# lift_scan_ctrl

lift_scan_ctrl, placement by cell class:
Scale bar: 10 um.
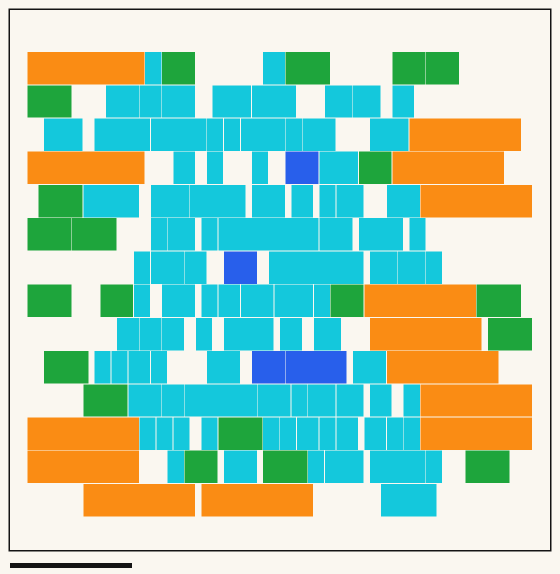

$ cat src/rtl/lift_scan_ctrl.sv
// N-floor elevator controller: registered pending requests, SCAN sweep service,
// per-floor travel timer and a reloadable timed door cycle.
module lift_scan_ctrl #(
    parameter int unsigned FLOORS   = 4,
    parameter int unsigned FLR_W    = 2,
    parameter int unsigned MOVE_CYC = 2,
    parameter int unsigned DOOR_CYC = 4
) (
    input  logic              clk,
    input  logic              rst_n,
    input  logic [FLOORS-1:0] req,
    output logic [1:0]        motor,
    output logic [FLR_W-1:0]  floor,
    output logic              door_open,
    output logic              arrive,
    output logic              idle,
    output logic [FLOORS-1:0] pending
);

    localparam int unsigned MtW = (MOVE_CYC > 1) ? $clog2(MOVE_CYC) : 1;
    localparam int unsigned DtW = $clog2(DOOR_CYC + 1);
    localparam logic DirUp = 1'b0;

    typedef enum logic [1:0] {StIdle, StMove, StDoor} state_e;

    state_e            state_q, state_d;
    logic [FLR_W-1:0]  floor_q, floor_d, floor_step;
    logic              dir_q, dir_d;
    logic [MtW-1:0]    mtimer_q, mtimer_d;
    logic [DtW-1:0]    dtimer_q, dtimer_d;
    logic              arrive_q, arrive_d;
    logic [FLOORS-1:0] pending_q, pending_d;

    logic [FLOORS-1:0] above, below, cur_oh, step_oh, clr_oh, ahead, behind, req_eff;
    logic              enter_door;

    always_comb begin
        state_d    = state_q;
        floor_d    = floor_q;
        dir_d      = dir_q;
        mtimer_d   = mtimer_q;
        dtimer_d   = dtimer_q;
        arrive_d   = 1'b0;
        enter_door = 1'b0;
        above      = '0;
        below      = '0;
        cur_oh     = '0;
        step_oh    = '0;
        clr_oh     = '0;

        floor_step = (dir_q == DirUp) ? floor_q + FLR_W'(1) : floor_q - FLR_W'(1);
        for (int i = 0; i < FLOORS; i++) begin
            above[i]   = (FLR_W'(i) > floor_q);
            below[i]   = (FLR_W'(i) < floor_q);
            cur_oh[i]  = (FLR_W'(i) == floor_q);
            step_oh[i] = (FLR_W'(i) == floor_step);
        end
        ahead  = pending_q & ((dir_q == DirUp) ? above : below);
        behind = pending_q & ((dir_q == DirUp) ? below : above);

        unique case (state_q)
            StIdle: begin
                if (|(pending_q & cur_oh)) begin
                    enter_door = 1'b1;
                end else if (|ahead) begin
                    state_d  = StMove;
                    mtimer_d = '0;
                end else if (|behind) begin
                    state_d  = StMove;
                    mtimer_d = '0;
                    dir_d    = ~dir_q;
                end
            end
            StMove: begin
                if (mtimer_q == MtW'(MOVE_CYC - 1)) begin
                    mtimer_d = '0;
                    floor_d  = floor_step;
                    // Arrival uses the registered vector: a request must be latched beforehand
                    if (|(pending_q & step_oh)) begin
                        enter_door = 1'b1;
                    end
                end else begin
                    mtimer_d = mtimer_q + MtW'(1);
                end
            end
            StDoor: begin
                if (|(req & cur_oh)) begin
                    dtimer_d = DtW'(DOOR_CYC);
                end else if (dtimer_q == DtW'(1)) begin
                    dtimer_d = '0;
                    if (|ahead) begin
                        state_d = StMove;
                    end else if (|behind) begin
                        state_d = StMove;
                        dir_d   = ~dir_q;
                    end else begin
                        state_d = StIdle;
                    end
                    mtimer_d = '0;
                end else begin
                    dtimer_d = dtimer_q - DtW'(1);
                end
            end
            default: state_d = StIdle;
        endcase

        if (enter_door) begin
            state_d  = StDoor;
            dtimer_d = DtW'(DOOR_CYC);
            arrive_d = 1'b1;
            clr_oh   = (state_q == StIdle) ? cur_oh : step_oh;
        end

        // A call for the floor whose door is already open only extends the door cycle
        req_eff   = (state_q == StDoor) ? (req & ~cur_oh) : req;
        pending_d = (pending_q & ~clr_oh) | req_eff;
    end

    always_ff @(posedge clk or negedge rst_n) begin
        if (!rst_n) begin
            state_q   <= StIdle;
            floor_q   <= '0;
            dir_q     <= DirUp;
            mtimer_q  <= '0;
            dtimer_q  <= '0;
            arrive_q  <= 1'b0;
            pending_q <= '0;
        end else begin
            state_q   <= state_d;
            floor_q   <= floor_d;
            dir_q     <= dir_d;
            mtimer_q  <= mtimer_d;
            dtimer_q  <= dtimer_d;
            arrive_q  <= arrive_d;
            pending_q <= pending_d;
        end
    end

    always_comb begin
        motor = 2'b00;
        if (state_q == StMove) begin
            motor = (dir_q == DirUp) ? 2'b01 : 2'b10;
        end
    end

    assign floor     = floor_q;
    assign door_open = (state_q == StDoor);
    assign idle      = (state_q == StIdle);
    assign arrive    = arrive_q;
    assign pending   = pending_q;

endmodule

$ cat config.mk
export PLATFORM = sky130hd
export DESIGN_NAME = lift_scan_ctrl
export DESIGN_NICKNAME = d
export VERILOG_FILES = /design/src/rtl/lift_scan_ctrl.sv
export SDC_FILE = /design/constraint.sdc
export NUM_CORES = 1
export LEC_CHECK = 0
export CORE_UTILIZATION = 54
export CTS_BUF_LIST = sky130_fd_sc_hd__clkbuf_4 sky130_fd_sc_hd__clkbuf_8
export CTS_CLUSTER_SIZE = 24
export DETAILED_ROUTE_END_ITERATION = 8
export PLACE_DENSITY = 0.82
export SLEW_MARGIN = 25
export SYNTH_ARGS = -nofsm -noshare
export SYNTH_HDL_FRONTEND = slang
export SYNTH_SLANG_ARGS = --single-unit
$ cat constraint.sdc
create_clock -name clk -period 2.2 [get_ports clk]
set_input_delay 0.22 -clock clk [delete_from_list [all_inputs] [get_ports clk]]
set_output_delay 0.22 -clock clk [all_outputs]
set_load 0.05 [all_outputs]
# datapath

`config.mk`:
```
export PLATFORM = sky130hd
export DESIGN_NAME = datapath
export DESIGN_NICKNAME = d
export VERILOG_FILES = /design/src/rtl/datapath_pkg.sv /design/src/rtl/datapath_reg.sv /design/src/rtl/datapath.sv
export SDC_FILE = /design/constraint.sdc
export NUM_CORES = 1
export LEC_CHECK = 0
export CAP_MARGIN = 40
export CORE_MARGIN = 8
export CORE_UTILIZATION = 36
export DETAILED_ROUTE_END_ITERATION = 12
export DONT_BUFFER_PORTS = 1
export SETUP_SLACK_MARGIN = 0.05
export SLEW_MARGIN = 20
export SYNTH_ARGS = -nofsm -noshare
export SYNTH_HDL_FRONTEND = slang
export SYNTH_SLANG_ARGS = --single-unit
export TNS_END_PERCENT = 50
```
`constraint.sdc`:
```
create_clock -name clock -period 5.9 [get_ports clock]
set_clock_uncertainty 0.15 [all_clocks]
set_input_delay 1.18 -clock clock [delete_from_list [all_inputs] [get_ports clock]]
set_output_delay 1.18 -clock clock [all_outputs]
set_load 0.05 [all_outputs]
```
`src/rtl/datapath_pkg.sv`:
```
// Shared constants for the bus-based datapath slice: data width and the
// bus-driver priority order (index 0 wins the bus).
package datapath_pkg;

    localparam int DATAPATH_W = 32;

    // Driver slots, listed from highest to lowest bus priority.
    localparam int N_DRV   = 7;
    localparam int DRV_MDR = 0;
    localparam int DRV_PC  = 1;
    localparam int DRV_IR  = 2;
    localparam int DRV_MAR = 3;
    localparam int DRV_R0  = 4;
    localparam int DRV_R1  = 5;
    localparam int DRV_RY  = 6;

endpackage

```
`src/rtl/datapath_reg.sv`:
```
// One datapath register: synchronous clear to a per-instance reset value,
// otherwise captures d when en is high and holds when en is low.
module datapath_reg
    import datapath_pkg::*;
#(
    parameter int WIDTH = DATAPATH_W
) (
    input  logic             clock,
    input  logic             clear,
    input  logic             en,
    input  logic [WIDTH-1:0] rst_val,
    input  logic [WIDTH-1:0] d,
    output logic [WIDTH-1:0] q
);

    // Clear has priority over the load enable.
    always_ff @(posedge clock) begin
        if (clear) begin
            q <= rst_val;
        end else if (en) begin
            q <= d;
        end
    end

endmodule

```
`src/rtl/datapath.sv`:
```
// Bus-based CPU datapath slice: seven registers sharing one internal bus.
// The bus carries the highest-priority driven register; PC/IR/MAR/MDR fall
// back to their immediate inputs when nothing drives the bus.
module datapath
    import datapath_pkg::*;
#(
    parameter int WIDTH = DATAPATH_W
) (
    input  logic             clock,
    input  logic             clear,
    input  logic             pci,
    input  logic             pco,
    input  logic             iri,
    input  logic             iro,
    input  logic             mari,
    input  logic             maro,
    input  logic             mdri,
    input  logic             mdro,
    input  logic             ryi,
    input  logic             ryo,
    input  logic             r0i,
    input  logic             r0o,
    input  logic             r1i,
    input  logic             r1o,
    input  logic [WIDTH-1:0] pc,
    input  logic [WIDTH-1:0] ir,
    input  logic [WIDTH-1:0] pc_immediate,
    input  logic [WIDTH-1:0] ir_immediate,
    input  logic [WIDTH-1:0] mar_immediate,
    input  logic [WIDTH-1:0] mdr_immediate,
    output logic [WIDTH-1:0] bus,
    output logic [WIDTH-1:0] pc_q,
    output logic [WIDTH-1:0] ir_q,
    output logic [WIDTH-1:0] mar_q,
    output logic [WIDTH-1:0] mdr_q,
    output logic [WIDTH-1:0] r0_q,
    output logic [WIDTH-1:0] r1_q,
    output logic [WIDTH-1:0] ry_q
);

    logic [N_DRV-1:0] oe;
    logic [N_DRV-1:0] ie;
    logic [WIDTH-1:0] q       [N_DRV];
    logic [WIDTH-1:0] d       [N_DRV];
    logic [WIDTH-1:0] rst_val [N_DRV];
    logic             bus_active;

    assign oe[DRV_MDR] = mdro;
    assign oe[DRV_PC]  = pco;
    assign oe[DRV_IR]  = iro;
    assign oe[DRV_MAR] = maro;
    assign oe[DRV_R0]  = r0o;
    assign oe[DRV_R1]  = r1o;
    assign oe[DRV_RY]  = ryo;

    assign ie[DRV_MDR] = mdri;
    assign ie[DRV_PC]  = pci;
    assign ie[DRV_IR]  = iri;
    assign ie[DRV_MAR] = mari;
    assign ie[DRV_R0]  = r0i;
    assign ie[DRV_R1]  = r1i;
    assign ie[DRV_RY]  = ryi;

    assign bus_active = |oe;

    // Priority bus mux: scan from lowest priority up so the highest-priority
    // active driver is the last (winning) assignment.
    always_comb begin
        bus = '0;
        for (int i = N_DRV - 1; i >= 0; i--) begin
            if (oe[i]) begin
                bus = q[i];
            end
        end
    end

    // Load sources: general registers always take the bus; the memory-facing
    // registers take their immediate input only when the bus is idle.
    always_comb begin
        d[DRV_MDR] = bus_active ? bus : mdr_immediate;
        d[DRV_PC]  = bus_active ? bus : pc_immediate;
        d[DRV_IR]  = bus_active ? bus : ir_immediate;
        d[DRV_MAR] = bus_active ? bus : mar_immediate;
        d[DRV_R0]  = bus;
        d[DRV_R1]  = bus;
        d[DRV_RY]  = bus;
    end

    // Reset values: PC and IR come from the boot inputs, the rest clear to zero.
    always_comb begin
        for (int i = 0; i < N_DRV; i++) begin
            rst_val[i] = '0;
        end
        rst_val[DRV_PC] = pc;
        rst_val[DRV_IR] = ir;
    end

    for (genvar g = 0; g < N_DRV; g++) begin : g_reg
        datapath_reg #(
            .WIDTH (WIDTH)
        ) u_reg (
            .clock   (clock),
            .clear   (clear),
            .en      (ie[g]),
            .rst_val (rst_val[g]),
            .d       (d[g]),
            .q       (q[g])
        );
    end

    assign pc_q  = q[DRV_PC];
    assign ir_q  = q[DRV_IR];
    assign mar_q = q[DRV_MAR];
    assign mdr_q = q[DRV_MDR];
    assign r0_q  = q[DRV_R0];
    assign r1_q  = q[DRV_R1];
    assign ry_q  = q[DRV_RY];

endmodule

```
# uart_rx_controller_flat

## config.mk

```make
export PLATFORM = sky130hd
export DESIGN_NAME = uart_rx_controller_flat
export DESIGN_NICKNAME = d
export VERILOG_FILES = /design/src/rtl/uart_pkg.sv /design/src/rtl/uart_rx_controller_if.sv /design/src/rtl/uart_sync2.sv /design/src/rtl/uart_rx_controller.sv /design/src/flat_wrapper.sv
export SDC_FILE = /design/constraint.sdc
export NUM_CORES = 1
export LEC_CHECK = 0
export ABC_AREA = 1
export CORE_UTILIZATION = 45
export DETAILED_ROUTE_END_ITERATION = 7
export PLACE_DENSITY = 0.73
export SYNTH_ARGS = -nofsm -noshare
export SYNTH_HDL_FRONTEND = slang
export SYNTH_SLANG_ARGS = --single-unit
```

## constraint.sdc

```tcl
create_clock -name clk -period 3.4 [get_ports clk]
set_input_delay 0.34 -clock clk [delete_from_list [all_inputs] [get_ports clk]]
set_output_delay 0.34 -clock clk [all_outputs]
set_load 0.02 [all_outputs]
```

## src/rtl/uart_pkg.sv

```systemverilog
// uart_pkg: shared UART frame constants and receiver state encoding
package uart_pkg;
  localparam int DATA_BITS = 8;
  localparam int FRAME_BITS = 1 + DATA_BITS + 1 + 1;
  localparam logic PARITY_EVEN = 1'b0;
  typedef enum logic [2:0] {IDLE, START, DATA, PARITY, STOP, WAIT_IDLE} uart_state_e;
endpackage

```

## src/rtl/uart_rx_controller_if.sv

```systemverilog
// uart_rx_controller_if: serial line in, received byte and status out
interface uart_rx_controller_if;
  import uart_pkg::*;
  logic                 rx;
  logic [DATA_BITS-1:0] rx_data;
  logic                 rx_valid;
  logic                 parity_err;
  logic                 frame_err;
  logic                 busy;
  modport slave (input rx, output rx_data, rx_valid, parity_err, frame_err, busy);
  modport master (output rx, input rx_data, rx_valid, parity_err, frame_err, busy);
endinterface

```

## src/rtl/uart_sync2.sv

```systemverilog
// uart_sync2: two-flop synchroniser for an asynchronous input
module uart_sync2 #(parameter logic RST_VAL = 1'b1) (
  input  logic clk,
  input  logic reset,
  input  logic d_i,
  output logic q_o
);
  logic ff1_q, ff2_q;
  // two-stage capture to settle metastability before use
  always_ff @(posedge clk or posedge reset)
    if (reset) {ff2_q, ff1_q} <= {2{RST_VAL}};
    else {ff2_q, ff1_q} <= {ff1_q, d_i};
  assign q_o = ff2_q;
endmodule

```

## src/rtl/uart_rx_controller.sv

```systemverilog
// uart_rx_controller: 8E1 UART receiver with mid-bit sampling and error flags
module uart_rx_controller
  import uart_pkg::*;
#(parameter int CLKS_PER_BIT = 16) (
  input logic                  clk,
  input logic                  reset,
  uart_rx_controller_if.slave  bus
);
  localparam int CW = $clog2(CLKS_PER_BIT);
  localparam int BW = $clog2(DATA_BITS);
  localparam logic [CW-1:0] HALF = CW'(CLKS_PER_BIT / 2 - 1);
  localparam logic [CW-1:0] LAST = CW'(CLKS_PER_BIT - 1);
  uart_state_e state_q, state_d;
  logic [CW-1:0] cnt_q, cnt_d;
  logic [BW-1:0] bit_q, bit_d;
  logic [DATA_BITS-1:0] shift_q, shift_d, data_q, data_d;
  logic par_q, par_d, perr_q, perr_d, ferr_q, ferr_d, valid_q, valid_d;
  logic rx_s;
  uart_sync2 #(.RST_VAL(1'b1)) u_sync (.clk(clk), .reset(reset), .d_i(bus.rx), .q_o(rx_s));
  // next state: walk the frame, sampling rx_s at mid-bit, deliver on the stop sample
  always_comb begin
    state_d = state_q;
    cnt_d = cnt_q + 1'b1;
    bit_d = bit_q;
    shift_d = shift_q;
    par_d = par_q;
    data_d = data_q;
    perr_d = perr_q;
    ferr_d = ferr_q;
    valid_d = 1'b0;
    case (state_q)
      IDLE: begin
        bit_d = '0;
        if (!rx_s) state_d = START;
      end
      START: if (cnt_q == HALF) state_d = rx_s ? IDLE : DATA;
      DATA: if (cnt_q == LAST) begin
        shift_d = {rx_s, shift_q[DATA_BITS-1:1]};
        bit_d = bit_q + 1'b1;
        if (bit_q == BW'(DATA_BITS - 1)) state_d = PARITY;
      end
      PARITY: if (cnt_q == LAST) begin
        par_d = (^{shift_q, rx_s}) != PARITY_EVEN;
        state_d = STOP;
      end
      STOP: if (cnt_q == LAST) begin
        data_d = shift_q;
        perr_d = par_q;
        ferr_d = ~rx_s;
        valid_d = 1'b1;
        state_d = rx_s ? IDLE : WAIT_IDLE;
      end
      WAIT_IDLE: if (rx_s) state_d = IDLE;
      default: state_d = IDLE;
    endcase
    if (state_q == IDLE || state_d != state_q || cnt_q == LAST) cnt_d = '0;
  end
  // state and datapath registers; reset drops any partial frame
  always_ff @(posedge clk or posedge reset)
    if (reset) begin
      state_q <= IDLE;
      cnt_q <= '0;
      bit_q <= '0;
      shift_q <= '0;
      par_q <= 1'b0;
      data_q <= '0;
      perr_q <= 1'b0;
      ferr_q <= 1'b0;
      valid_q <= 1'b0;
    end else begin
      state_q <= state_d;
      cnt_q <= cnt_d;
      bit_q <= bit_d;
      shift_q <= shift_d;
      par_q <= par_d;
      data_q <= data_d;
      perr_q <= perr_d;
      ferr_q <= ferr_d;
      valid_q <= valid_d;
    end
  assign bus.rx_data = data_q;
  assign bus.rx_valid = valid_q;
  assign bus.parity_err = perr_q;
  assign bus.frame_err = ferr_q;
  assign bus.busy = state_q != IDLE;
endmodule
```

## src/flat_wrapper.sv

```systemverilog
// flat-port wrapper written by rule: the top's interface ports become plain ports
module uart_rx_controller_flat import uart_pkg::*;
#(parameter int CLKS_PER_BIT = 16)
  (clk, reset, bus_rx, bus_rx_data, bus_rx_valid, bus_parity_err, bus_frame_err, bus_busy);
  uart_rx_controller_if bus_i ();
  input logic clk;
  input logic reset;
  input wire logic [$bits(bus_i.rx)-1:0] bus_rx;
  output wire logic [$bits(bus_i.rx_data)-1:0] bus_rx_data;
  output wire logic [$bits(bus_i.rx_valid)-1:0] bus_rx_valid;
  output wire logic [$bits(bus_i.parity_err)-1:0] bus_parity_err;
  output wire logic [$bits(bus_i.frame_err)-1:0] bus_frame_err;
  output wire logic [$bits(bus_i.busy)-1:0] bus_busy;
  assign bus_i.rx = bus_rx;
  assign bus_rx_data = bus_i.rx_data;
  assign bus_rx_valid = bus_i.rx_valid;
  assign bus_parity_err = bus_i.parity_err;
  assign bus_frame_err = bus_i.frame_err;
  assign bus_busy = bus_i.busy;
  uart_rx_controller #(.CLKS_PER_BIT(CLKS_PER_BIT)) u_core (.clk(clk), .reset(reset), .bus(bus_i));
endmodule
```

# mp_add_seq

### src/rtl/mp_pkg.sv
// Shared definitions for the multi-precision add sequencer: slice width,
// maximum word count and FSM state encoding.
package mp_pkg;

    localparam int WORD_W    = 16;
    localparam int MAX_WORDS = 16;

    typedef enum logic [1:0] {
        IDLE = 2'd0,
        RUN  = 2'd1,
        DONE = 2'd2
    } state_t;

endpackage

### src/rtl/rca16_slice.sv
// Combinational 16-bit ripple-carry adder slice used once by mp_add_seq.
module rca16_slice
    import mp_pkg::*;
(
    input  logic [WORD_W-1:0] a,
    input  logic [WORD_W-1:0] b,
    input  logic              cin,
    output logic [WORD_W-1:0] s,
    output logic              cout
);

    // Bit-serial carry ripple from LSB to MSB
    always_comb begin
        logic c;
        c = cin;
        s = '0;
        for (int i = 0; i < WORD_W; i++) begin
            s[i] = a[i] ^ b[i] ^ c;
            c    = (a[i] & b[i]) | (c & (a[i] ^ b[i]));
        end
        cout = c;
    end

endmodule

### src/rtl/mp_add_seq.sv
// Multi-precision add sequencer: computes a WORDS*16-bit sum one 16-bit
// word per cycle (LS word first) through a single ripple-carry slice, with
// the inter-word carry held in a register. Valid/ready on both sides.
// Optional subtract (A-B) is compiled in when MP_SUB_EN is defined.
module mp_add_seq
    import mp_pkg::*;
#(
    parameter int WORDS = 4
) (
    input  logic                    clk,
    input  logic                    rst,
    input  logic                    in_valid,
    output logic                    in_ready,
    input  logic [WORDS*WORD_W-1:0] A,
    input  logic [WORDS*WORD_W-1:0] B,
    input  logic                    Cin,
    input  logic                    Sub,
    output logic                    out_valid,
    input  logic                    out_ready,
    output logic [WORDS*WORD_W-1:0] S,
    output logic                    Cout,
    output logic                    Ovf
);

    localparam int         W    = WORDS * WORD_W;
    localparam logic [3:0] LAST = 4'(WORDS - 1);

    state_t              state;
    logic [3:0]          k;
    logic                carry;
    logic [W-1:0]        a_reg;
    logic [W-1:0]        b_reg;       // holds the effective B (inverted when subtracting)
    logic [W-1:0]        s_reg;
    logic                cout_reg;
    logic                ovf_reg;
    logic                in_ready_reg;
    logic                out_valid_reg;

    logic [W-1:0]        beff_in;
    logic                cin_in;
    logic [WORD_W-1:0]   slice_a;
    logic [WORD_W-1:0]   slice_b;
    logic [WORD_W-1:0]   slice_s;
    logic                slice_cout;

`ifdef MP_SUB_EN
    // Subtraction is A + ~B + 1; Cin is ignored in that mode
    always_comb begin
        beff_in = Sub ? ~B : B;
        cin_in  = Sub ? 1'b1 : Cin;
    end
`else
    logic unused_sub;
    assign unused_sub = Sub;

    // Plain addition: operands pass through unchanged
    always_comb begin
        beff_in = B;
        cin_in  = Cin;
    end
`endif

    // Select word k of each operand register for the slice
    always_comb begin
        slice_a = '0;
        slice_b = '0;
        for (int i = 0; i < WORDS; i++) begin
            if (k == 4'(i)) begin
                slice_a = a_reg[i*WORD_W +: WORD_W];
                slice_b = b_reg[i*WORD_W +: WORD_W];
            end
        end
    end

    rca16_slice u_slice (
        .a    (slice_a),
        .b    (slice_b),
        .cin  (carry),
        .s    (slice_s),
        .cout (slice_cout)
    );

    // Sequencer FSM with word counter, carry chain register and result register
    always_ff @(posedge clk or posedge rst) begin
        if (rst) begin
            state         <= IDLE;
            k             <= '0;
            carry         <= 1'b0;
            a_reg         <= '0;
            b_reg         <= '0;
            s_reg         <= '0;
            cout_reg      <= 1'b0;
            ovf_reg       <= 1'b0;
            in_ready_reg  <= 1'b1;
            out_valid_reg <= 1'b0;
        end else begin
            case (state)
                IDLE: begin
                    if (in_valid) begin
                        a_reg        <= A;
                        b_reg        <= beff_in;
                        carry        <= cin_in;
                        k            <= '0;
                        in_ready_reg <= 1'b0;
                        state        <= RUN;
                    end
                end
                RUN: begin
                    for (int i = 0; i < WORDS; i++) begin
                        if (k == 4'(i)) begin
                            s_reg[i*WORD_W +: WORD_W] <= slice_s;
                        end
                    end
                    carry <= slice_cout;
                    if (k == LAST) begin
                        // Slice output here is the MS word, so its sign bit is S[W-1]
                        cout_reg      <= slice_cout;
                        ovf_reg       <= (a_reg[W-1] == b_reg[W-1]) &&
                                         (slice_s[WORD_W-1] != a_reg[W-1]);
                        out_valid_reg <= 1'b1;
                        state         <= DONE;
                    end else begin
                        k <= k + 4'd1;
                    end
                end
                DONE: begin
                    if (out_ready) begin
                        out_valid_reg <= 1'b0;
                        in_ready_reg  <= 1'b1;
                        state         <= IDLE;
                    end
                end
                default: begin
                    state         <= IDLE;
                    out_valid_reg <= 1'b0;
                    in_ready_reg  <= 1'b1;
                end
            endcase
        end
    end

    assign in_ready  = in_ready_reg;
    assign out_valid = out_valid_reg;
    assign S         = s_reg;
    assign Cout      = cout_reg;
    assign Ovf       = ovf_reg;

endmodule

### config.mk
export PLATFORM = sky130hd
export DESIGN_NAME = mp_add_seq
export DESIGN_NICKNAME = d
export VERILOG_FILES = /design/src/rtl/mp_pkg.sv /design/src/rtl/rca16_slice.sv /design/src/rtl/mp_add_seq.sv
export SDC_FILE = /design/constraint.sdc
export NUM_CORES = 1
export LEC_CHECK = 0
export CAP_MARGIN = 40
export CORE_AREA = 3 3 179 181
export CTS_CLUSTER_SIZE = 40
export DETAILED_ROUTE_END_ITERATION = 10
export DIE_AREA = 0 0 182 184
export GPL_TIMING_DRIVEN = 0
export PLACE_DENSITY = 0.53
export SYNTH_ARGS = -nofsm -noshare
export SYNTH_HDL_FRONTEND = slang
export SYNTH_SLANG_ARGS = --single-unit
### constraint.sdc
create_clock -name clk -period 9.7 [get_ports clk]
set_clock_uncertainty 0.15 [all_clocks]
set_input_delay 1.94 -clock clk [delete_from_list [all_inputs] [get_ports clk]]
set_output_delay 1.94 -clock clk [all_outputs]
set_load 0.01 [all_outputs]
lift_scan_ctrl, clock wiring as the flow saved it:
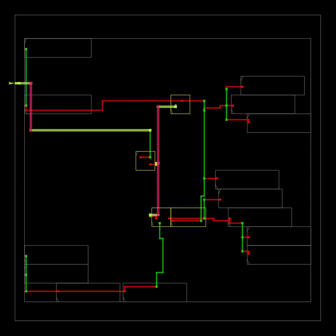
Sink Count: 14
Clock Buffer Count: 4
TritonCTS buffer count: 3
Skew-Pair Late Insertion Delay: 0.28 ns

About 'placement by cell class' of lift_scan_ctrl:
Blue marks clock drivers and dummy loads, cells 4. Green marks remaining buffers and delay cells, cells 20. Cyan marks combinational and other logic, cells 93. Orange marks sequential cells, cells 14.

==> deck_impl_summary.md, lift_scan_ctrl <==
Run Summary

Outcome
  • Status: finished clean

Floorplanning
  • Die height: 44.2 um
  • Die Span X: 44.2 um

Synth
  • Largest type area fraction: a little over a third
  • Async SR Flop Fraction: 100%

Routing
  • Router iterations before antenna repair: 5
  • Vias/cell: roughly 6.4

Setup path
  • CP peak stage delay: 0.42 ns
  • Worst r2r dst: state_q[1]

Timing
  • Final setup vio count: 0

CTS
  • CTS tree: built
  • Clock buffer depth: 2

Placement
  • Pre-CTS WS: 0.0875 ns

Cells and area
  • Cell area after layout: 0.00120 mm^2
  • Combinational Area: roughly 570 um^2

GRT
  • Total GRT Usage: a little over a quarter
  • Global-route wire length before repair: about 3800 um
-- lift_scan_ctrl: registers in the layout, indices dropped and copies added, names as in the netlist --
signal,flops
floor,2
state_q,2
dir_q,1
pending,4
dtimer_q,3
arrive,1
mtimer_q,1
-- lift_scan_ctrl: worst register-to-register path, stage by stage (launching register included) --
cell,delay (ns)
dfrtp_2,0.42
inv_1,0.09
ha_1,0.34
xor2_2,0.26
mux4_2,0.36
a31oi_4,0.26
inv_4,0.06
a21o_1,0.15
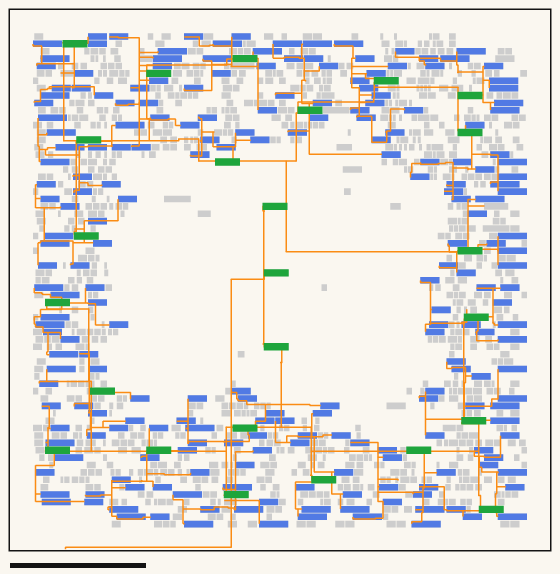
datapath: clock distribution
Scale bar: 50 um.
Blue marks flip-flops, count 224. Orange marks clock wires, length 3170 um. Green marks clock drivers, count 25.
Position of the flops: spread over the die. There are 26 routed clock nets.

==> deck_impl_summary.md, datapath <==
Run Summary

Setup path
  • WP depth: 6
  • Slowest cell on crit path: or2_2
  • CP cell instances: or2_2 > buf_16 > a221o_1 > a211oi_2 > nor2_1 > buf_4
  • Worst setup path end: bus[12]
  • CP startpoint: r0o

Synth
  • Cell count after synthesis: approximately 1300
  • Yosys chip area: 0.0120 mm^2
  • Cell taking the most area after synthesis: dfxtp_1
  • Largest type area fraction: between 20% and 30%
  • Ys cells: 1266

Cells and area
  • Flop count: approximately 220
  • Clock Buffer Count: 39
  • Multi-Input Combinational: a little under 900

Outcome
  • Status: finished clean

Run
  • Tool warning count: 29

Placement
  • Pre-CTS WS: 1.51 ns
  • Final GP Congestion: 0.851

Timing
  • Slew @ Worst Pin: 0.793 ns
  • Final Max Tran Viols: 0

Floorplanning
  • DIE AREA: around 0.040 mm^2

GRT
  • Vias in the first global route: between 9000 and 10000

Routing
  • DR iter-0 viols: 887
  • Vias/cell: 6.34
-- datapath: cells by family (layout without fill, tap and decap cells) --
group,count (synthesis),count (layout),synth area share [%]
AND-OR/OR-AND,482,482,31.1
AND/OR/NAND/NOR,385,385,19.3
flip-flops,224,224,42.6
buffers and inverters,175,79,6.91
other,0,3,0
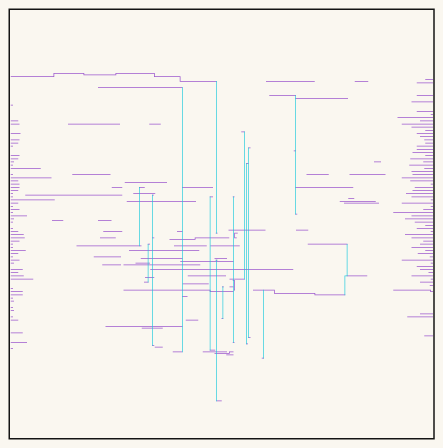
mp_add_seq: metal layers overlaid
Two of the layers only.
Cyan marks metal 4, wire length 813 um. Purple marks metal 3, wire length 1630 um.

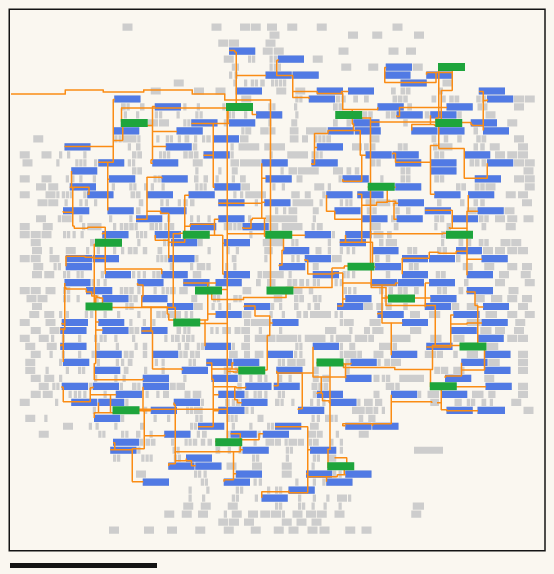
mp_add_seq: clock distribution
Scale bar: 50 um.
Blue marks flip-flops, count 203. Green marks clock drivers, count 23. Orange marks clock wires, length 2780 um.
There are 24 routed clock nets.

==> deck_impl_summary.md, mp_add_seq <==
Run Summary

Cells and area
  • Comb/total area: 29.5%
  • Top cell excl fill/tap: nand2_1
  • Final #Nets: 1379
  • Clock Buffer Count: 31

Setup path
  • Critical Path Start Type: flop
  • WP data required: 9.97 ns
  • FF-to-FF path depth: 27
  • Worst r2r dst: Ovf

Synth
  • Cell Area, Synth: 0.00913 mm^2
  • Top post-synthesis cells by count: nand2_1, dfrtp_1, a21oi_1
  • Cell Type Count: 36
  • Ys cells: 1000

Placement
  • Placed Cells: 1597

Outcome
  • Status: finished clean

Floorplanning
  • Die Span X: between 150 and 200 um
  • DIE AREA: 0.0335 mm^2

Routing
  • Post-route DRC: 0
  • Met3 Routed Length: 1630 um
  • Met2 wire length: 13800 um

GRT
  • Pin count of the biggest net entering global routing: 113
  • Initial antenna violation count: 0
  • Met3 GRT Util: 2.59%

CTS
  • Clock root cell: clkbuf_16

Timing
  • Final Max Tran Viols: 0
==> mp_add_seq: metrics by stage <==
stage	area [um^2]	hold WS, ns	util [%]
CTS	12400	0.314	40.6
detailed placement	11700	0.304	38.1
floorplan	9130	0.287	-
global placement	11600	0.303	38.0
finish	12400	0.311	40.6
global route	12400	0.343	40.6
==> mp_add_seq: cell families after synthesis <==
group | share of synthesized area (%)
DFF | 55.6
adders and majority gates | 4.05
muxes | 1.84
and+or+nand+nor | 20.9
AOI/OAI and AO/OA | 13.2
buffers and inverters | 4.47
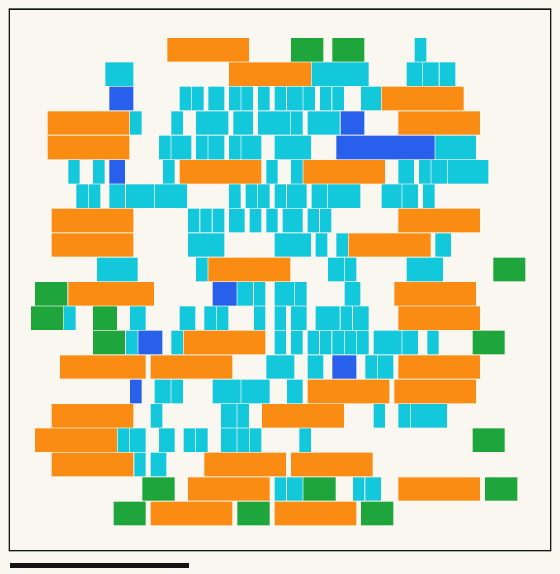
uart_rx_controller_flat: placement by cell class
Scale bar: 20 um.
Cyan marks combinational and other logic, cells 134. Green marks remaining buffers and delay cells, cells 15. Orange marks sequential cells, cells 32. Blue marks clock drivers and dummy loads, cells 8.

==> deck_impl_summary.md, uart_rx_controller_flat <==
Run Summary

Cells and area
  • Most frequent cells in the layout: nand2_1, dfrtp_1, inv_1
  • Fillcell total: 305
  • Multi-Input Combinational: around 110
  • Clock network area share: 4.27%
  • Sequential share of cell area: 44.9%

GRT
  • Global-route wire length before repair: between 4000 and 5000 um

Floorplanning
  • Tapcells: 44
  • Core box area: 0.00313 mm^2
  • Fp util: around 49%

Synth
  • Ys flop type: dfrtp_1
  • Syn. warnings: 0
  • Synth Area in Compound Gates: 6.90%
  • Number of synthesized register bits: 32

CTS
  • Skew-Pair Late Insertion Delay: 0.33 ns

Routing
  • Vias/cell: between 4 and 5

Outcome
  • Status: finished clean
uart_rx_controller_flat: through the flow:
| stage | util (%) | hold WS, ns |
|---|---|---|
| finish | 57.2 | 0.367 |
| global route | 57.2 | 0.378 |
| CTS | 57.2 | 0.369 |
| detailed placement | 54.7 | 0.351 |
| global placement | 54.7 | 0.349 |
| floorplan | - | 0.344 |
uart_rx_controller_flat: per-layer routing:
layer / vias to the layer above / routed length [um]
li1: 576 / -
met1: 514 / 1190
met2: 17 / 1290
met3: 5 / 91
met4: 0 / 47
met5: - / 0

# nucore_ctrl

nucore_ctrl, clock wiring as the flow saved it:
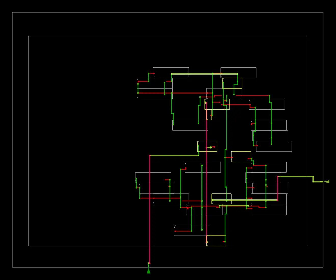

==> src/rtl/nucore_ctrl.sv <==
// nucore_ctrl: multi-cycle control sequencer for the nucore datapath.
// Walks FETCH/DECODE/EXEC/(MEM)/WB per instruction and drives registered
// datapath strobes. key[0] is the clock; key[1] is the async active-low reset.
// Optional feature: define NUCORE_CTRL_PERF_EN to build the retired and
// stall_cycles performance counters; otherwise both ports are tied to 0.
module nucore_ctrl #(
  parameter int OPW = 4
) (
  input  logic [1:0]  key,
  input  logic [38:0] inst,
  input  logic        zero,
  input  logic        mem_ack,
  output logic        ir_load,
  output logic [2:0]  alu_op,
  output logic        alu_src_imm,
  output logic        rf_we,
  output logic        wb_sel_mem,
  output logic        mem_req,
  output logic        mem_we,
  output logic        pc_en,
  output logic        pc_sel,
  output logic        halted,
  output logic        illegal,
  output logic [31:0] retired,
  output logic [31:0] stall_cycles
);

  typedef enum logic [2:0] {S_FETCH, S_DECODE, S_EXEC, S_MEM, S_WB, S_HALT} state_t;
  typedef enum logic [2:0] {ALU_ADD, ALU_SUB, ALU_AND, ALU_OR, ALU_XOR} alu_t;

  logic           clk;
  logic           rst_n;
  state_t         state;
  state_t         state_nx;
  logic [OPW-1:0] opcode;
  logic           taken;
  logic           taken_nx;
  logic           unused_inst;

  assign clk         = key[0];
  assign rst_n       = key[1];
  assign unused_inst = ^inst[38-OPW:0];

  alu_t dec_alu;
  logic dec_imm, dec_rf, dec_lw, dec_sw, dec_beq, dec_jmp, dec_halt, dec_ill;

  // Opcode decode of the latched instruction
  always_comb begin
    dec_alu  = ALU_ADD;
    dec_imm  = 1'b0;
    dec_rf   = 1'b0;
    dec_lw   = 1'b0;
    dec_sw   = 1'b0;
    dec_beq  = 1'b0;
    dec_jmp  = 1'b0;
    dec_halt = 1'b0;
    dec_ill  = 1'b0;
    case (opcode)
      OPW'(4'h0): dec_alu = ALU_ADD;
      OPW'(4'h1): begin dec_alu = ALU_ADD; dec_rf = 1'b1; end
      OPW'(4'h2): begin dec_alu = ALU_SUB; dec_rf = 1'b1; end
      OPW'(4'h3): begin dec_alu = ALU_AND; dec_rf = 1'b1; end
      OPW'(4'h4): begin dec_alu = ALU_OR;  dec_rf = 1'b1; end
      OPW'(4'h5): begin dec_alu = ALU_XOR; dec_rf = 1'b1; end
      OPW'(4'h6): begin dec_imm = 1'b1; dec_rf = 1'b1; end
      OPW'(4'h7): begin dec_imm = 1'b1; dec_rf = 1'b1; dec_lw = 1'b1; end
      OPW'(4'h8): begin dec_imm = 1'b1; dec_sw = 1'b1; end
      OPW'(4'h9): begin dec_alu = ALU_SUB; dec_beq = 1'b1; end
      OPW'(4'hA): dec_jmp = 1'b1;
      OPW'(4'hF): dec_halt = 1'b1;
      default:    dec_ill = 1'b1;
    endcase
  end

  // Next state, branch resolution and next values of the registered outputs
  logic       ir_load_nx, alu_src_imm_nx, rf_we_nx, wb_sel_mem_nx;
  logic       mem_req_nx, mem_we_nx, pc_en_nx, pc_sel_nx, halted_nx, illegal_nx;
  logic [2:0] alu_op_nx;
  logic       in_exec_phase;

  always_comb begin
    state_nx = state;
    taken_nx = taken;
    case (state)
      // ir_load is low only in the first FETCH cycle after reset; that cycle
      // raises it, and the following edge latches the opcode and moves on.
      S_FETCH:  if (ir_load) state_nx = S_DECODE;
      S_DECODE: state_nx = (dec_halt || dec_ill) ? S_HALT : S_EXEC;
      S_EXEC: begin
        taken_nx = (dec_beq && zero) || dec_jmp;
        state_nx = (dec_lw || dec_sw) ? S_MEM : S_WB;
      end
      S_MEM:    if (mem_ack) state_nx = S_WB;
      S_WB:     state_nx = S_FETCH;
      S_HALT:   state_nx = S_HALT;
      default:  state_nx = S_FETCH;
    endcase

    in_exec_phase  = (state_nx == S_EXEC) || (state_nx == S_MEM) || (state_nx == S_WB);
    ir_load_nx     = (state_nx == S_FETCH);
    alu_op_nx      = in_exec_phase ? dec_alu : 3'd0;
    alu_src_imm_nx = in_exec_phase && dec_imm;
    mem_req_nx     = (state_nx == S_MEM);
    mem_we_nx      = (state_nx == S_MEM) && dec_sw;
    pc_en_nx       = (state_nx == S_WB);
    pc_sel_nx      = (state_nx == S_WB) && taken_nx;
    rf_we_nx       = (state_nx == S_WB) && dec_rf;
    wb_sel_mem_nx  = (state_nx == S_WB) && dec_lw;
    halted_nx      = (state_nx == S_HALT);
    illegal_nx     = illegal || ((state == S_DECODE) && dec_ill);
  end

  // State, latched opcode and branch decision
  always_ff @(posedge clk or negedge rst_n) begin
    if (!rst_n) begin
      state  <= S_FETCH;
      opcode <= '0;
      taken  <= 1'b0;
    end else begin
      state <= state_nx;
      taken <= taken_nx;
      if (state == S_FETCH && ir_load) opcode <= inst[38 -: OPW];
    end
  end

  // Registered datapath strobes
  always_ff @(posedge clk or negedge rst_n) begin
    if (!rst_n) begin
      ir_load     <= 1'b0;
      alu_op      <= '0;
      alu_src_imm <= 1'b0;
      rf_we       <= 1'b0;
      wb_sel_mem  <= 1'b0;
      mem_req     <= 1'b0;
      mem_we      <= 1'b0;
      pc_en       <= 1'b0;
      pc_sel      <= 1'b0;
      halted      <= 1'b0;
      illegal     <= 1'b0;
    end else begin
      ir_load     <= ir_load_nx;
      alu_op      <= alu_op_nx;
      alu_src_imm <= alu_src_imm_nx;
      rf_we       <= rf_we_nx;
      wb_sel_mem  <= wb_sel_mem_nx;
      mem_req     <= mem_req_nx;
      mem_we      <= mem_we_nx;
      pc_en       <= pc_en_nx;
      pc_sel      <= pc_sel_nx;
      halted      <= halted_nx;
      illegal     <= illegal_nx;
    end
  end

`ifdef NUCORE_CTRL_PERF_EN
  // Retired-instruction and MEM-stall counters; both idle in HALT by construction
  always_ff @(posedge clk or negedge rst_n) begin
    if (!rst_n) begin
      retired      <= '0;
      stall_cycles <= '0;
    end else begin
      if (pc_en) retired <= retired + 32'd1;
      if (state == S_MEM && !mem_ack) stall_cycles <= stall_cycles + 32'd1;
    end
  end
`else
  assign retired      = '0;
  assign stall_cycles = '0;
`endif

endmodule
==> config.mk <==
export PLATFORM = sky130hd
export DESIGN_NAME = nucore_ctrl
export DESIGN_NICKNAME = d
export VERILOG_FILES = /design/src/rtl/nucore_ctrl.sv
export SDC_FILE = /design/constraint.sdc
export NUM_CORES = 1
export LEC_CHECK = 0
export ABC_CLOCK_PERIOD_IN_PS = 2920
export CORE_ASPECT_RATIO = 0.8
export CORE_MARGIN = 4
export CORE_UTILIZATION = 35
export CTS_CLUSTER_DIAMETER = 150
export DETAILED_ROUTE_END_ITERATION = 12
export PLACE_DENSITY = 0.86
export SETUP_SLACK_MARGIN = 0.2
export SKIP_LAST_GASP = 1
export SYNTH_ARGS = -nofsm -noshare
export SYNTH_HDL_FRONTEND = slang
export SYNTH_SLANG_ARGS = --single-unit
==> constraint.sdc <==
create_clock -name key -period 2.92 [get_ports key]
set_clock_uncertainty 0.2 [all_clocks]
set_input_delay 0.292 -clock key [delete_from_list [all_inputs] [get_ports key]]
set_output_delay 0.292 -clock key [all_outputs]
set_load 0.005 [all_outputs]
# id_key_sequencer

===== config.mk =====
export PLATFORM = sky130hd
export DESIGN_NAME = id_key_sequencer
export DESIGN_NICKNAME = d
export VERILOG_FILES = /design/src/rtl/id_key_sequencer.sv
export SDC_FILE = /design/constraint.sdc
export NUM_CORES = 1
export LEC_CHECK = 0
export CAP_MARGIN = 25
export CORE_MARGIN = 3
export CORE_UTILIZATION = 30
export CTS_CLUSTER_SIZE = 16
export DETAILED_ROUTE_END_ITERATION = 10
export DONT_BUFFER_PORTS = 1
export PLACE_DENSITY_LB_ADDON = 0.08
export SYNTH_ARGS = -nofsm -noshare
export SYNTH_HDL_FRONTEND = slang
export SYNTH_SLANG_ARGS = --single-unit

===== constraint.sdc =====
create_clock -name clk -period 3.45 [get_ports clk]
set_input_delay 0.69 -clock clk [delete_from_list [all_inputs] [get_ports clk]]
set_output_delay 0.69 -clock clk [all_outputs]
set_load 0.05 [all_outputs]

===== src/rtl/id_key_sequencer.sv =====
// rtl/id_key_sequencer.sv - knock-key unlock sequencer that serially reveals a device ID word
module id_key_sequencer #(
   parameter logic [15:0] KEY         = 16'hA5C3,
   parameter logic [31:0] ID          = 32'h93A5_0038,
   parameter int          TIMEOUT     = 1024,
   parameter int          LOCKOUT_CYC = 4096
) (
   input  logic       clk,
   input  logic       rst,
   input  logic       bus_valid,
   input  logic [9:0] ba,
   input  logic       br_w,
   input  logic       sser,
   output logic       sdrd,
   output logic       sdrd_oe,
   output logic       unlocked,
   output logic       locked_out
);

   localparam int TW = $clog2(TIMEOUT);
   localparam int LW = $clog2(LOCKOUT_CYC);
   localparam logic [TW-1:0] IDLE_MAX = TW'(TIMEOUT - 1);
   localparam logic [LW-1:0] LOCK_MAX = LW'(LOCKOUT_CYC - 1);

   typedef enum logic [2:0] {
      S_LOCKED   = 3'd0,
      S_K1       = 3'd1,
      S_K2       = 3'd2,
      S_K3       = 3'd3,
      S_UNLOCKED = 3'd4,
      S_LOCKOUT  = 3'd5
   } state_t;

   state_t        state, state_nxt;
   logic [1:0]    fail_cnt;
   logic [TW-1:0] idle_cnt;
   logic [LW-1:0] lock_cnt;
   logic [4:0]    bit_cnt;

   logic       sel, hit, wwr;
   logic [3:0] nib, exp_nib;
   logic [1:0] fail_sat;
   logic       fail_trip, active, timed_out;
   logic       fail_ev, key_done, data_hit, abort;

   // ba carries address bits [13:4], so the window field [13:12] is ba[9:8]
   assign sel       = bus_valid & ~sser & (ba[9:8] == 2'b01);
   assign hit       = sel & br_w;
   assign wwr       = sel & ~br_w;
   assign nib       = ba[3:0];
   assign fail_sat  = (fail_cnt == 2'd3) ? 2'd3 : fail_cnt + 2'd1;
   assign fail_trip = (fail_sat == 2'd3);
   assign active    = (state == S_K1) || (state == S_K2) || (state == S_K3) || (state == S_UNLOCKED);
   assign timed_out = (idle_cnt == IDLE_MAX);

   always_comb begin
      case (state)
         S_K1:    exp_nib = KEY[11:8];
         S_K2:    exp_nib = KEY[7:4];
         S_K3:    exp_nib = KEY[3:0];
         default: exp_nib = KEY[15:12];
      endcase
   end

   always_ff @(posedge clk) begin
      if (rst) state <= S_LOCKED;
      else     state <= state_nxt;
   end

   always_comb begin
      state_nxt = state;
      fail_ev   = 1'b0;
      key_done  = 1'b0;
      data_hit  = 1'b0;
      abort     = 1'b0;
      case (state)
         S_LOCKED: begin
            if (hit) begin
               if (nib == KEY[15:12]) state_nxt = S_K1;
               else                   fail_ev   = 1'b1;
            end
         end
         S_K1, S_K2, S_K3: begin
            if (wwr) begin
               state_nxt = S_LOCKED;
               abort     = 1'b1;
            end else if (hit) begin
               if (nib == exp_nib) begin
                  case (state)
                     S_K1:    state_nxt = S_K2;
                     S_K2:    state_nxt = S_K3;
                     default: state_nxt = S_UNLOCKED;
                  endcase
                  key_done = (state == S_K3);
               end else begin
                  fail_ev   = 1'b1;
                  state_nxt = (nib == KEY[15:12]) ? S_K1 : S_LOCKED;
               end
            end else if (timed_out) begin
               state_nxt = S_LOCKED;
               abort     = 1'b1;
            end
         end
         S_UNLOCKED: begin
            if (wwr) begin
               state_nxt = S_LOCKED;
               abort     = 1'b1;
            end else if (hit) begin
               data_hit = 1'b1;
               if (bit_cnt == 5'd31) begin
                  state_nxt = S_LOCKED;
                  abort     = 1'b1;
               end
            end else if (timed_out) begin
               state_nxt = S_LOCKED;
               abort     = 1'b1;
            end
         end
         S_LOCKOUT: begin
            if (lock_cnt == '0) state_nxt = S_LOCKED;
         end
         default: state_nxt = S_LOCKED;
      endcase
      // a third failure overrides whatever the mismatching hit would have done
      if (fail_ev && fail_trip) state_nxt = S_LOCKOUT;
   end

   always_comb begin
      unlocked   = (state == S_UNLOCKED);
      locked_out = (state == S_LOCKOUT);
   end

   always_ff @(posedge clk) begin
      if (rst) begin
         fail_cnt <= '0;
         idle_cnt <= '0;
         lock_cnt <= '0;
         bit_cnt  <= '0;
         sdrd     <= 1'b0;
         sdrd_oe  <= 1'b0;
      end else begin
         if (fail_ev)       fail_cnt <= fail_trip ? 2'd0 : fail_sat;
         else if (key_done) fail_cnt <= 2'd0;

         if (fail_ev && fail_trip)                    lock_cnt <= LOCK_MAX;
         else if (state == S_LOCKOUT && lock_cnt != '0) lock_cnt <= lock_cnt - 1'b1;

         if (active && !hit && !abort) idle_cnt <= idle_cnt + 1'b1;
         else                          idle_cnt <= '0;

         if (abort)         bit_cnt <= '0;
         else if (data_hit) bit_cnt <= bit_cnt + 5'd1;

         sdrd    <= data_hit & ID[bit_cnt];
         sdrd_oe <= data_hit;
      end
   end

endmodule

id_key_sequencer, placement by cell class:
Scale bar: 20 um.
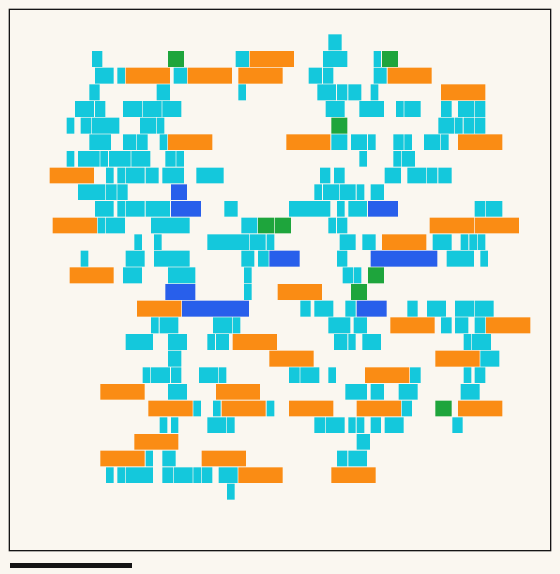
Green marks remaining buffers and delay cells, cells 8. Orange marks sequential cells, cells 35. Cyan marks combinational and other logic, cells 193. Blue marks clock drivers and dummy loads, cells 8.

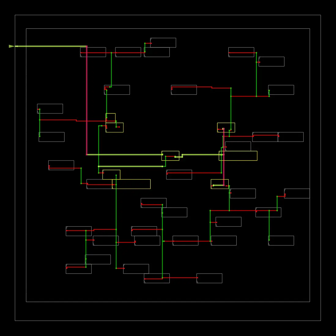
id_key_sequencer: clock wiring as the flow saved it
Layout Skew: 0.00720 ns
Skew-Pair Late Insertion Delay: 0.29 ns

==> deck_impl_summary.md, id_key_sequencer <==
Run Summary

Setup path
  • CP endpoint kind: flop
  • CP cell instances: ha_1 > and3_1 > ha_1 > nand3b_1 > a22oi_1 > o21bai_4 > nor2_1 > ha_1 > nor3_1 > a211o_1 > a211o_1
  • CP peak stage delay: 0.43 ns

Cells and area
  • Share of layout cells above drive strength 1: 9.84%
  • Reg area: 701 um^2

Synth
  • Adder Area Share: 3.08%
  • Cell count after synthesis: 240
  • Top post-synthesis cells by count: nor2_1, dfxtp_1, xor2_1

Routing
  • Routed Wire Length: 4430 um
  • Met3 Routed Length: 183 um
  • M1 wire length: 2200 um

Timing
  • Final Max Tran Viols: 0
  • Final TNS setup: 0 ns

Placement
  • Placed Cells: 313

CTS
  • Sink Count: 35
  • Setup bufs post-CTS: 0

Run
  • MaxCap Viol Count: 0

Outcome
  • Status: finished clean

GRT
  • Total GRT Usage: 12.6%
[id_key_sequencer: power by group]
group	switching, mW	internal [mW]
sequential	0.000423	0.404
combinational	0.00830	0.00597
clock	0.162	0.288
[id_key_sequencer: layout by cell type, fill, tap and decap left out, drive strengths merged, types with 4 or more instances in the layout]
master and count:
nand2b 4, xnor2 11, nor4 4, clkbuf 5, nand2 13, nand4 5, inv 10, a21oi 12
dfxtp 35, nor3 8, buf 8, ha 5, nand3 8, xor2 14, o21ai 12, nor2 36
a211oi 5
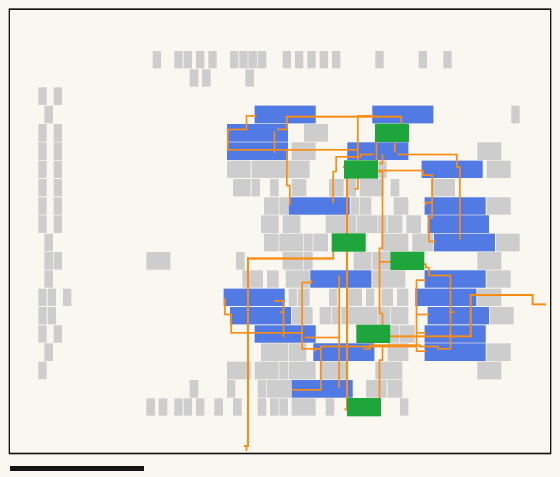
nucore_ctrl: clock distribution
Scale bar: 20 um.
Blue marks flip-flops, count 21. Orange marks clock wires, length 438 um. Green marks clock drivers, count 6.
There are 8 routed clock nets.

About 'clock wiring as the flow saved it' of nucore_ctrl:
P_clk: 0.399 mW
Clock Buffer Count: 7
flop count: 21
Skew-Pair Late Insertion Delay: 0.26 ns

==> deck_impl_summary.md, nucore_ctrl <==
Run Summary

Outcome
  • Status: finished, violations left
  • Failing checks: hold timing

Power
  • Combinational share of power: a little over a third
  • Clock power share: 29.8%
  • Seq pwr share: between 30% and 40%

Timing
  • Max Fclk: 0.600 GHz
  • Hold WS: -0.526 ns
  • Final TNS setup: 0 ns
  • Final Hold Violating Endpoints: 21

Synth
  • Async SR Flop Fraction: 100%
  • Ys cells: 151
  • Post-synth EDFFs: 0
  • Cell Type Count: 40
  • Mux area share: 3.07%
  • Dominant combinational family: buffers and inverters

Routing
  • M1 wire length: ~840 um
  • DR iter-0 viols: roughly 48
  • Routed Wire Length: 2330 um
  • DRT antenna net count: 0
  • Met2 wire length: 1160 um
  • Total number of vias: ~890

Cells and area
  • Most frequent cells in the layout: conb_1, dfrtp_1, clkdlybuf4s50_1
  • Diodes inserted: 0
  • Final design utilization: 39.5%

CTS
  • CTS tree: built

Setup path
  • Critical Setup Path Class: reg2out
  • CP cell instances: clkdlybuf4s50_1

Floorplanning
  • Die Span X: 80.3 um
## nucore_ctrl: sequential cells by signal (all words and copies together), names as in the netlist
name         cells
state            3
mem_we           1
pc_en            1
alu_src_imm      1
alu_op           3
wb_sel_mem       1
pc_sel           1
mem_req          1
taken            1
halted           1
ir_load          1
rf_we            1
opcode           4
illegal          1
## nucore_ctrl: final cells by class
cell class	instances	area, um^2	share of cell area [%]
multi-input cells	121	658	42.7
clock buffers	7	86.3	5.61
flip-flops and latches	21	526	34.1
well taps	55	68.8	4.47
clock inverters	1	3.75	0.244
inverters	2	7.51	0.487
repair buffers	19	190	12.3


==> screenshots <==
Placement by cell class.
Plate I
Scale bar: 50 um.
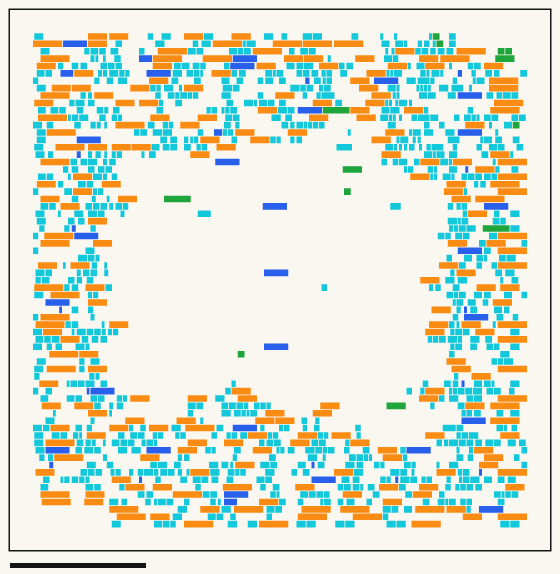
Plate II
Scale bar: 20 um.
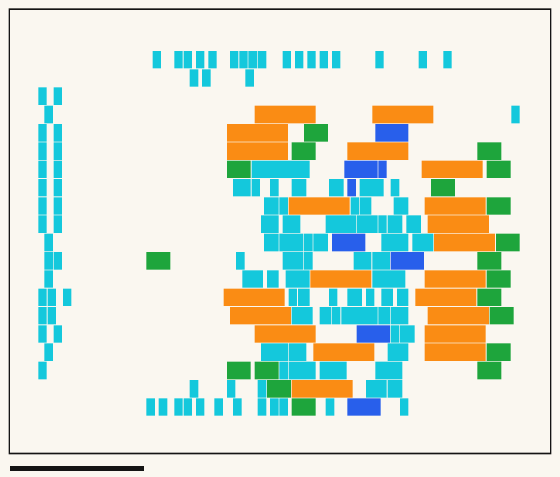
Plate III
Scale bar: 50 um.
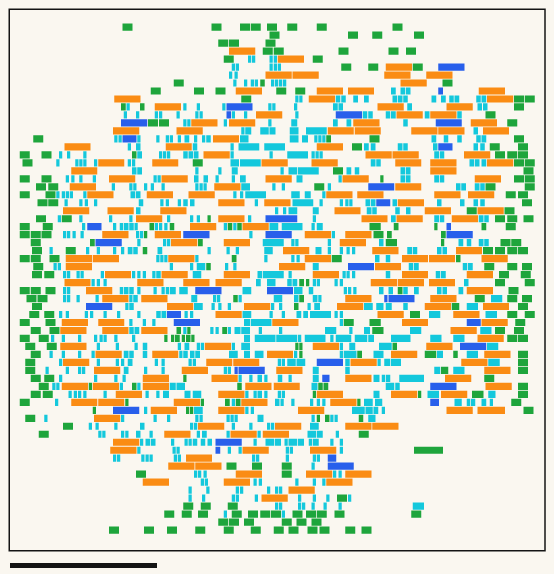
Plate I comes from datapath.
Plate II comes from nucore_ctrl.
Plate III comes from mp_add_seq.
- largest die: Plate I
- fewest sequential cells: Plate II

Key to Plate II:
Blue marks clock drivers and dummy loads, cells 8. Green marks remaining buffers and delay cells, cells 19. Orange marks sequential cells, cells 21. Cyan marks combinational and other logic, cells 123.

Power and IR drop assume default switching activity.
